######## labs_best_tracker ########
labs_best_tracker, gate families picked out:
Drawn at 2 px/µm.
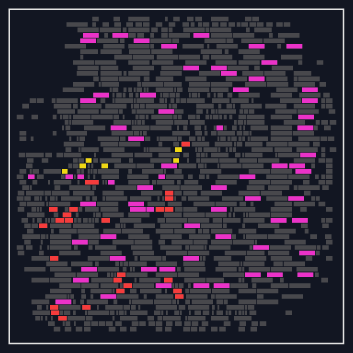
**src/rtl/labs_pkg.sv**
```systemverilog
// rtl/labs_pkg.sv - shared widths and report entry layout for the LABS best tracker
package labs_pkg;

    localparam int LABS_SEQ_W = 8;
    localparam int LABS_E_W   = 20;
    localparam int LABS_CNT_W = 32;
    localparam int LABS_DEPTH = 4;

    // Report entry is packed {seq, e, idx} with idx in the low bits.
    localparam int ENTRY_W = LABS_SEQ_W + LABS_E_W + LABS_CNT_W;
    localparam int IDX_LSB = 0;
    localparam int E_LSB   = IDX_LSB + LABS_CNT_W;
    localparam int SEQ_LSB = E_LSB + LABS_E_W;

    localparam logic [LABS_E_W-1:0] E_MAX = {LABS_E_W{1'b1}};

endpackage

```
**src/rtl/labs_result_fifo.sv**
```systemverilog
// rtl/labs_result_fifo.sv - generic first-word-fall-through sync FIFO with level
module labs_result_fifo #(
    parameter int WIDTH = 8,
    parameter int DEPTH = 4
) (
    input  logic                     clk,
    input  logic                     rst,
    input  logic                     clr,
    input  logic                     push,
    input  logic [WIDTH-1:0]         din,
    input  logic                     pop,
    output logic [WIDTH-1:0]         dout,
    output logic                     full,
    output logic                     empty,
    output logic [$clog2(DEPTH):0]   level
);

    localparam int AW = $clog2(DEPTH);
    localparam logic [AW:0] FULL_LVL = DEPTH[AW:0];

    logic [WIDTH-1:0] mem [DEPTH];
    logic [AW-1:0]    wr_ptr;
    logic [AW-1:0]    rd_ptr;
    logic             do_push;
    logic             do_pop;

    assign empty   = (level == '0);
    assign full    = (level == FULL_LVL);
    assign do_pop  = pop & ~empty;
    // A simultaneous pop frees the slot, so a push into a full FIFO still lands.
    assign do_push = push & (~full | do_pop);
    assign dout    = mem[rd_ptr];

    always_ff @(posedge clk) begin
        if (do_push && !clr) begin
            mem[wr_ptr] <= din;
        end
    end

    always_ff @(posedge clk or posedge rst) begin
        if (rst) begin
            wr_ptr <= '0;
            rd_ptr <= '0;
            level  <= '0;
        end else if (clr) begin
            wr_ptr <= '0;
            rd_ptr <= '0;
            level  <= '0;
        end else begin
            if (do_push) begin
                wr_ptr <= wr_ptr + 1'b1;
            end
            if (do_pop) begin
                rd_ptr <= rd_ptr + 1'b1;
            end
            case ({do_push, do_pop})
                2'b10:   level <= level + 1'b1;
                2'b01:   level <= level - 1'b1;
                default: level <= level;
            endcase
        end
    end

endmodule

```
**src/rtl/labs_best_tracker.sv**
```systemverilog
// rtl/labs_best_tracker.sv - tracks lowest-energy LABS candidate and reports improvements
module labs_best_tracker
    import labs_pkg::*;
#(
    parameter int SEQ_WIDTH  = LABS_SEQ_W,
    parameter int E_WIDTH    = LABS_E_W,
    parameter int FIFO_DEPTH = LABS_DEPTH,
    parameter int CNT_WIDTH  = LABS_CNT_W
) (
    input  logic                          clk,
    input  logic                          rst,
    input  logic [SEQ_WIDTH-1:0]          i_seq,
    input  logic [E_WIDTH-1:0]            i_e,
    input  logic                          i_valid,
    input  logic                          i_clear,
    output logic [SEQ_WIDTH-1:0]          best_seq,
    output logic [E_WIDTH-1:0]            best_e,
    output logic                          best_valid,
    output logic [CNT_WIDTH-1:0]          o_count,
    output logic [SEQ_WIDTH-1:0]          o_seq,
    output logic [E_WIDTH-1:0]            o_e,
    output logic [CNT_WIDTH-1:0]          o_idx,
    output logic                          o_valid,
    input  logic                          i_ready,
    output logic [$clog2(FIFO_DEPTH):0]   o_level,
    output logic                          o_overflow
);

    localparam int EW     = SEQ_WIDTH + E_WIDTH + CNT_WIDTH;
    localparam int E_OFF  = IDX_LSB + CNT_WIDTH;
    localparam int S_OFF  = E_OFF + E_WIDTH;

    logic           accept;
    logic           new_best;
    logic           pop;
    logic           fifo_full;
    logic           fifo_empty;
    logic [EW-1:0]  push_entry;
    logic [EW-1:0]  head;

    assign accept     = i_valid & ~i_clear;
    assign new_best   = accept & (~best_valid | (i_e < best_e));
    assign pop        = i_ready & ~fifo_empty;
    assign push_entry = {i_seq, i_e, o_count};

    labs_result_fifo #(
        .WIDTH (EW),
        .DEPTH (FIFO_DEPTH)
    ) u_fifo (
        .clk   (clk),
        .rst   (rst),
        .clr   (i_clear),
        .push  (new_best),
        .din   (push_entry),
        .pop   (pop),
        .dout  (head),
        .full  (fifo_full),
        .empty (fifo_empty),
        .level (o_level)
    );

    always_ff @(posedge clk or posedge rst) begin
        if (rst) begin
            best_seq   <= '0;
            best_e     <= '0;
            best_valid <= 1'b0;
            o_count    <= '0;
            o_overflow <= 1'b0;
        end else if (i_clear) begin
            best_seq   <= '0;
            best_e     <= '0;
            best_valid <= 1'b0;
            o_count    <= '0;
            o_overflow <= 1'b0;
        end else begin
            if (new_best) begin
                best_seq   <= i_seq;
                best_e     <= i_e;
                best_valid <= 1'b1;
            end
            if (accept && (o_count != '1)) begin
                o_count <= o_count + 1'b1;
            end
            if (new_best && fifo_full && !pop) begin
                o_overflow <= 1'b1;
            end
        end
    end

    // Head fields read as zero while empty so reset/clear leaves every output at 0.
    assign o_valid = ~fifo_empty;
    assign o_seq   = o_valid ? head[S_OFF +: SEQ_WIDTH] : '0;
    assign o_e     = o_valid ? head[E_OFF +: E_WIDTH]   : '0;
    assign o_idx   = o_valid ? head[IDX_LSB +: CNT_WIDTH] : '0;

endmodule
```
**config.mk**
```make
export PLATFORM = sky130hd
export DESIGN_NAME = labs_best_tracker
export DESIGN_NICKNAME = d
export VERILOG_FILES = /design/src/rtl/labs_pkg.sv /design/src/rtl/labs_result_fifo.sv /design/src/rtl/labs_best_tracker.sv
export SDC_FILE = /design/constraint.sdc
export NUM_CORES = 1
export LEC_CHECK = 0
export CAP_MARGIN = 15
export CORE_MARGIN = 3
export CORE_UTILIZATION = 50
export DETAILED_ROUTE_END_ITERATION = 10
export PLACE_DENSITY = 0.73
export SYNTH_ARGS = -nofsm -noshare
export SYNTH_HDL_FRONTEND = slang
export SYNTH_SLANG_ARGS = --single-unit
```
**constraint.sdc**
```tcl
create_clock -name clk -period 5 [get_ports clk]
set_clock_uncertainty 0.2 [all_clocks]
set_input_delay 1 -clock clk [delete_from_list [all_inputs] [get_ports clk]]
set_output_delay 1 -clock clk [all_outputs]
set_load 0.03 [all_outputs]
```
==> impl_metrics.py <==
# Metrics from the implementation run
metrics = {
    "floorplan": {
        "die_width_um": 166.4,
        "core_area_um2": 25250,
        "floorplan.rows": 58,
    },
    "clock_network": {
        "tritoncts": "built",
        "cts_root_buf": "clkbuf_16",
        "clock_path_buffers": 3,
    },
    "timing": {
        "fin_crit_sh": 0.8708,
        "timing.slew.headroom": 0.3492,
        "hold_violations": 0,
        "slew_violations": 0,
    },
    "critical_path": {
        "cp-end-kind": "output pin",
        "cp.arrival_ns": 3.15,
    },
    "run": {
        "warning_count": 29,
        "cap_violations": 0,
    },
    "cells_and_area": {
        "comb_area_um2": 3684,
        "buffers": 174,
        "seq_cells": 309,
    },
    "synth": {
        "ys_chip_area_um2": 12860,
        "async_flop_share": 0.2233,
        "simple_gate_share": 0.09761,
        "syn_area_per_cell_um2": 16.25,
    },
    "power": {
        "powerSeq_mw": 3.07,
        "p_total_mw": 7.155,
        "switching_power_mw": 1.978,
        "p_sw_frac": 0.2764,
    },
    "status": {
        "outcome": "complete, no violations",
    },
    "global_routing": {
        "grt_usage": 0.2018,
        "grt_pass1_wl_um": 44600,
    },
    "route": {
        "drtIter0Drc": 580,
    },
}
## Picture notes: 'gate families picked out' of labs_best_tracker
| family | colour | cells | most used |
|---|---|---|---|
| non-inverting ao/oa cells | yellow | 6 | a32o_1 |
| mux cells | magenta | 67 | mux4_2 |
| fa/ha/maj cells | red | 25 | ha_1 |
most numerous logic cell after layout: edfxtp_1
logic share of the area: 0.2293
Final Instance Count excl. Fillers: 1316

## critical path: stages (launching register included)
cell and delay (ns):
dfrtp_4 0.89, buf_4 0.37, mux4_2 0.54, and2_1 0.18, clkdlybuf4s50_1 0.60
## flip-flops by register name (all words and copies together), names as in the netlist
signal,cells
best_e,20
best_seq,8
u_fifo.rd_ptr,2
o_overflow,1
best_valid,1
u_fifo.level,3
u_fifo.mem,240
u_fifo.wr_ptr,2
o_count,32
## metrics by stage
step / cells / util / area (µm²) / setup slack (ns)
after floorplan: 791 / - / 12860 / 0.3868
after global placement: 1258 / 0.5911 / 14930 / 0.3797
after detailed placement: 1258 / 0.5911 / 14930 / 0.2552
after CTS: 1316 / 0.6360 / 16060 / 0.5628
after global routing: 1316 / 0.6360 / 16060 / 0.4684
final: 1316 / 0.6360 / 16060 / 0.6460
## worst paths after layout
kind | start | end | cells after the start
worst max-delay path | u_fifo.rd_ptr[0] | o_idx[18] | 4
worst min-delay path | o_overflow | o_overflow | 1
worst max register to register | best_e[9] | u_fifo.mem[1][22] | 10
worst min register to register | o_overflow | o_overflow | 1
max in group asynchronous | rst | best_seq[6] | 3
min in group asynchronous | rst | u_fifo.rd_ptr[1] | 2

######## pixel_readout ########
pixel_readout, gate families picked out:
Drawn at 3 px/µm.
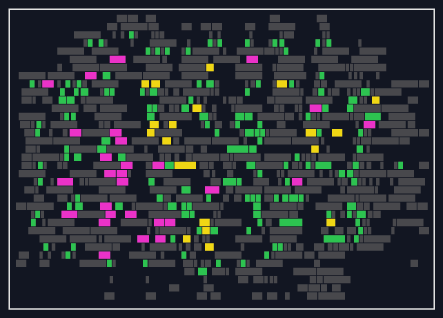
pixel_readout, port wiring:
Drawn at 3 px/µm.
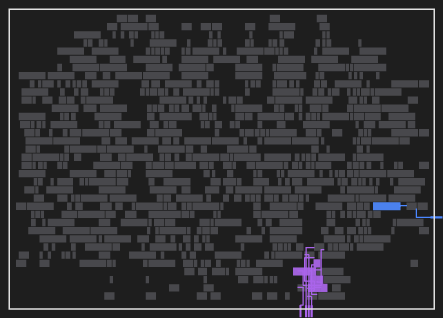
**src/rtl/pixel_readout.sv**
```systemverilog
`default_nettype none
// ============================================================================
// Module   : pixel_readout
// Purpose  : Captures a pixel row from the column-parallel DATA bus while the
//            row's READ line is high. It commits the row when READ drops and
//            buffers committed rows in a two-entry ping-pong FIFO. Rows are
//            streamed out one byte per cycle over valid/ready, with SOF/EOF
//            frame markers and sticky OVERFLOW / READ_ERR flags.
// Ports    : CLOCK      - clock, rising edge
//            RESET      - asynchronous reset, active low
//            ERASE      - synchronous frame clear, active high
//            READ       - row-select lines (one-hot or zero)
//            DATA       - column data, byte c at DATA[8c+7:8c]
//            OUT_DATA   - streamed pixel byte
//            OUT_VALID  - OUT_DATA/OUT_SOF/OUT_EOF valid
//            OUT_READY  - sink accepts the byte
//            OUT_SOF    - byte is row 0, column 0
//            OUT_EOF    - byte is row ROWS-1, column COLS-1
//            OVERFLOW   - sticky, a committed row was dropped
//            READ_ERR   - sticky, a non-one-hot READ was committed
// Revision : 1.0 - initial release
// ============================================================================
module pixel_readout #(
  parameter int COLS = 4,
  parameter int ROWS = 4
) (
  input  logic                CLOCK,
  input  logic                RESET,
  input  logic                ERASE,
  input  logic [ROWS-1:0]     READ,
  input  logic [COLS*8-1:0]   DATA,
  output logic [7:0]          OUT_DATA,
  output logic                OUT_VALID,
  input  logic                OUT_READY,
  output logic                OUT_SOF,
  output logic                OUT_EOF,
  output logic                OVERFLOW,
  output logic                READ_ERR
);

  localparam int RW = (ROWS > 1) ? $clog2(ROWS) : 1;
  localparam int CW = (COLS > 1) ? $clog2(COLS) : 1;

  // Shadow capture
  logic [COLS*8-1:0]       shadow_q, shadow_d;
  logic [ROWS-1:0]         read_q, read_d;
  // Two-entry row buffer
  logic [1:0][COLS*8-1:0]  mem_q, mem_d;
  logic [1:0][RW-1:0]      row_q, row_d;
  logic [1:0]              full_q, full_d;
  logic                    rd_ptr_q, rd_ptr_d;
  logic                    wr_ptr_q, wr_ptr_d;
  logic [CW-1:0]           col_q, col_d;
  // Sticky flags
  logic                    overflow_q, overflow_d;
  logic                    read_err_q, read_err_d;
  // Registered output stage
  logic [7:0]              out_data_q, out_data_d;
  logic                    out_valid_q, out_valid_d;
  logic                    out_sof_q, out_sof_d;
  logic                    out_eof_q, out_eof_d;

  logic                    xfer, last_xfer, commit, onehot, slot_free;
  logic [RW-1:0]           row_idx;

  always_comb begin
    xfer      = out_valid_q && OUT_READY;
    last_xfer = xfer && (col_q == CW'(COLS - 1));
    commit    = (read_q != '0) && (READ == '0);
    onehot    = (read_q != '0) && ((read_q & (read_q - ROWS'(1))) == '0);
    row_idx   = '0;
    for (int r = 0; r < ROWS; r++) begin
      if (read_q[r]) row_idx = RW'(r);
    end
    // With both entries full, rd_ptr == wr_ptr, so popping the head frees
    // exactly the entry the new row is aimed at.
    slot_free = !full_q[wr_ptr_q] || (last_xfer && (rd_ptr_q == wr_ptr_q));
  end

  always_comb begin
    shadow_d   = shadow_q;
    read_d     = READ;
    mem_d      = mem_q;
    row_d      = row_q;
    full_d     = full_q;
    rd_ptr_d   = rd_ptr_q;
    wr_ptr_d   = wr_ptr_q;
    col_d      = col_q;
    overflow_d = overflow_q;
    read_err_d = read_err_q;

    if (READ != '0) shadow_d = DATA;

    if (xfer) begin
      if (last_xfer) begin
        col_d            = '0;
        full_d[rd_ptr_q] = 1'b0;
        rd_ptr_d         = ~rd_ptr_q;
      end else begin
        col_d = col_q + CW'(1);
      end
    end

    if (commit) begin
      if (!onehot) begin
        read_err_d = 1'b1;
      end else if (slot_free) begin
        mem_d[wr_ptr_q]  = shadow_q;
        row_d[wr_ptr_q]  = row_idx;
        full_d[wr_ptr_q] = 1'b1;
        wr_ptr_d         = ~wr_ptr_q;
      end else begin
        overflow_d = 1'b1;
      end
    end

    if (ERASE) begin
      shadow_d   = '0;
      read_d     = '0;
      full_d     = '0;
      rd_ptr_d   = 1'b0;
      wr_ptr_d   = 1'b0;
      col_d      = '0;
      overflow_d = 1'b0;
      read_err_d = 1'b0;
    end

    // Output registers are loaded from the next buffer state so a commit into
    // an idle buffer shows up on OUT_VALID in the following cycle.
    out_valid_d = full_d[rd_ptr_d];
    out_data_d  = '0;
    if (out_valid_d) begin
      for (int c = 0; c < COLS; c++) begin
        if (col_d == CW'(c)) out_data_d = mem_d[rd_ptr_d][c*8 +: 8];
      end
    end
    out_sof_d = out_valid_d && (row_d[rd_ptr_d] == '0) && (col_d == '0);
    out_eof_d = out_valid_d && (row_d[rd_ptr_d] == RW'(ROWS - 1)) &&
                (col_d == CW'(COLS - 1));
  end

  always_ff @(posedge CLOCK or negedge RESET) begin
    if (!RESET) begin
      shadow_q    <= '0;
      read_q      <= '0;
      mem_q       <= '0;
      row_q       <= '0;
      full_q      <= '0;
      rd_ptr_q    <= 1'b0;
      wr_ptr_q    <= 1'b0;
      col_q       <= '0;
      overflow_q  <= 1'b0;
      read_err_q  <= 1'b0;
      out_data_q  <= '0;
      out_valid_q <= 1'b0;
      out_sof_q   <= 1'b0;
      out_eof_q   <= 1'b0;
    end else begin
      shadow_q    <= shadow_d;
      read_q      <= read_d;
      mem_q       <= mem_d;
      row_q       <= row_d;
      full_q      <= full_d;
      rd_ptr_q    <= rd_ptr_d;
      wr_ptr_q    <= wr_ptr_d;
      col_q       <= col_d;
      overflow_q  <= overflow_d;
      read_err_q  <= read_err_d;
      out_data_q  <= out_data_d;
      out_valid_q <= out_valid_d;
      out_sof_q   <= out_sof_d;
      out_eof_q   <= out_eof_d;
    end
  end

  assign OUT_DATA  = out_data_q;
  assign OUT_VALID = out_valid_q;
  assign OUT_SOF   = out_sof_q;
  assign OUT_EOF   = out_eof_q;
  assign OVERFLOW  = overflow_q;
  assign READ_ERR  = read_err_q;

endmodule
`default_nettype wire

```
**config.mk**
```make
export PLATFORM = sky130hd
export DESIGN_NAME = pixel_readout
export DESIGN_NICKNAME = d
export VERILOG_FILES = /design/src/rtl/pixel_readout.sv
export SDC_FILE = /design/constraint.sdc
export NUM_CORES = 1
export LEC_CHECK = 0
export ABC_AREA = 0
export CORE_ASPECT_RATIO = 0.7
export CORE_UTILIZATION = 43
export CTS_CLUSTER_DIAMETER = 60
export DETAILED_ROUTE_END_ITERATION = 10
export PLACE_DENSITY = 0.62
export SETUP_SLACK_MARGIN = 0.1
export SYNTH_ARGS = -nofsm -noshare
export SYNTH_HDL_FRONTEND = slang
export SYNTH_SLANG_ARGS = --single-unit
```
**constraint.sdc**
```tcl
create_clock -name CLOCK -period 5.05 [get_ports CLOCK]
set_input_delay 1.01 -clock CLOCK [delete_from_list [all_inputs] [get_ports CLOCK]]
set_output_delay 1.01 -clock CLOCK [all_outputs]
set_load 0.05 [all_outputs]
```
==> impl_metrics.py <==
# Metrics from the implementation run
metrics = {
    "global_routing": {
        "grt_pass1_vias": 4853,
        "met2_usage": 0.3728,
        "grt_pass1_wl_um": 25700,
    },
    "timing": {
        "worst_slew_pin_slew_ns": 1.043,
    },
    "route": {
        "drt-met1-wl_um": 7108,
        "drc": 0,
    },
    "synth": {
        "synth.distinct_cells": 63,
        "synthTopCellsByArea": "dfrtp_1 53%, nand2_1 8.6%, a21oi_1 4.7%, mux2_2 3.5%, o21ai_0 2.9%",
        "top_area_cell": "dfrtp_1",
        "async_flop_share": 1.000,
    },
    "cells_and_area": {
        "fin_util": 0.5390,
        "drive_above_1_share": 0.1239,
    },
    "hold_path": {
        "min_to": "mem_q[1]",
        "min-delay-path-class": "register to register",
    },
    "critical_path": {
        "r2r_setup_slack_ns": 1.31,
        "critical_path.max_stage_delay_ns": 0.80,
    },
    "placement": {
        "gp_congestion": 0.8206,
    },
    "status": {
        "outcome": "complete, no violations",
    },
    "clock_network": {
        "tritoncts": "built",
        "cts_root_buf": "clkbuf_16",
        "clock_path_buffers": 2,
    },
}
Notes on 'gate families picked out' of pixel_readout above:
| family | colour | cells | most used |
|---|---|---|---|
| aoi and oai cells | green | 139 | a21oi_1 |
| mux cells | magenta | 28 | mux2_2 |
| non-inverting ao/oa cells | yellow | 19 | a21o_1 |
most numerous logic cell after layout: nand2_1
Final Instance Count excl. Fillers: 839
logic share of the area: 0.3536

Notes on 'port wiring' of pixel_readout above:
| port | colour | bits | direction | end cells | buffers | wire |
|---|---|---|---|---|---|---|
| `OUT_EOF` | blue | 1 | output | 1 | 1 | 10.8 µm |
| `READ` | purple | 4 | input | 6 | 4 | 122 µm |
IO Count: 53
PortBufs: 52

-- power breakdown --
| group | leakage, nW | internal, mW | switching (mW) |
|---|---|---|---|
| sequential | 1.66 | 1.06 | 0.0394 |
| clock | 0.300 | 0.873 | 0.441 |
| combinational | 1.29 | 0.0932 | 0.139 |
-- how the worst max path moves through the flow --
stage                        endpoint      start  cells after the start  slack (ns)
after floorplan           OUT_DATA[3]    READ[0]                      8        2.21
after global placement    OUT_DATA[1]  OUT_READY                      7        0.92
after detailed placement  OUT_DATA[6]    READ[0]                      8        0.88
after CTS                 OUT_DATA[2]    READ[0]                      8        1.28
after global routing      OUT_DATA[2]  read_q[0]                      6        1.09
final                     OUT_DATA[2]    READ[0]                      8        1.24
-- through the flow --
stage	cells	hold WS [ns]
6_report	839	0.4665
5_1_grt	839	0.4882
4_1_cts	839	0.4663
3_5_place_dp	807	0.4527
3_3_place_gp	807	0.4495
2_1_floorplan	599	0.4317
-- area by class of cell --
type / instances / area share
timing repair buffer: 62 / 0.08278
clock buffer: 20 / 0.06147
clock inverter: 12 / 0.02765
sequential: 123 / 0.4333
multi-input combinational: 421 / 0.3536
inverter: 16 / 0.008630
tap: 185 / 0.03258


## Gallery

Clock routing.
shot_01.png
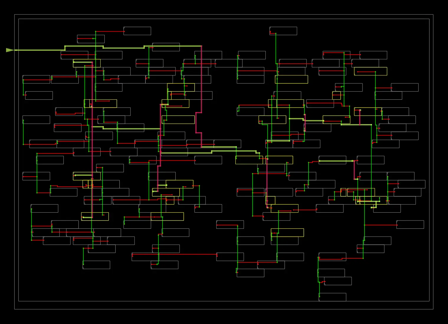
shot_02.png
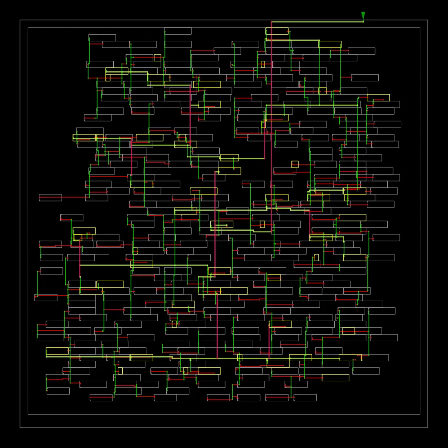
Of these, most sequential cells: shot_02.png
shot_02.png comes from labs_best_tracker.
shot_01.png comes from pixel_readout.

No activity file was given, so power comes from the tool's default toggle rates.
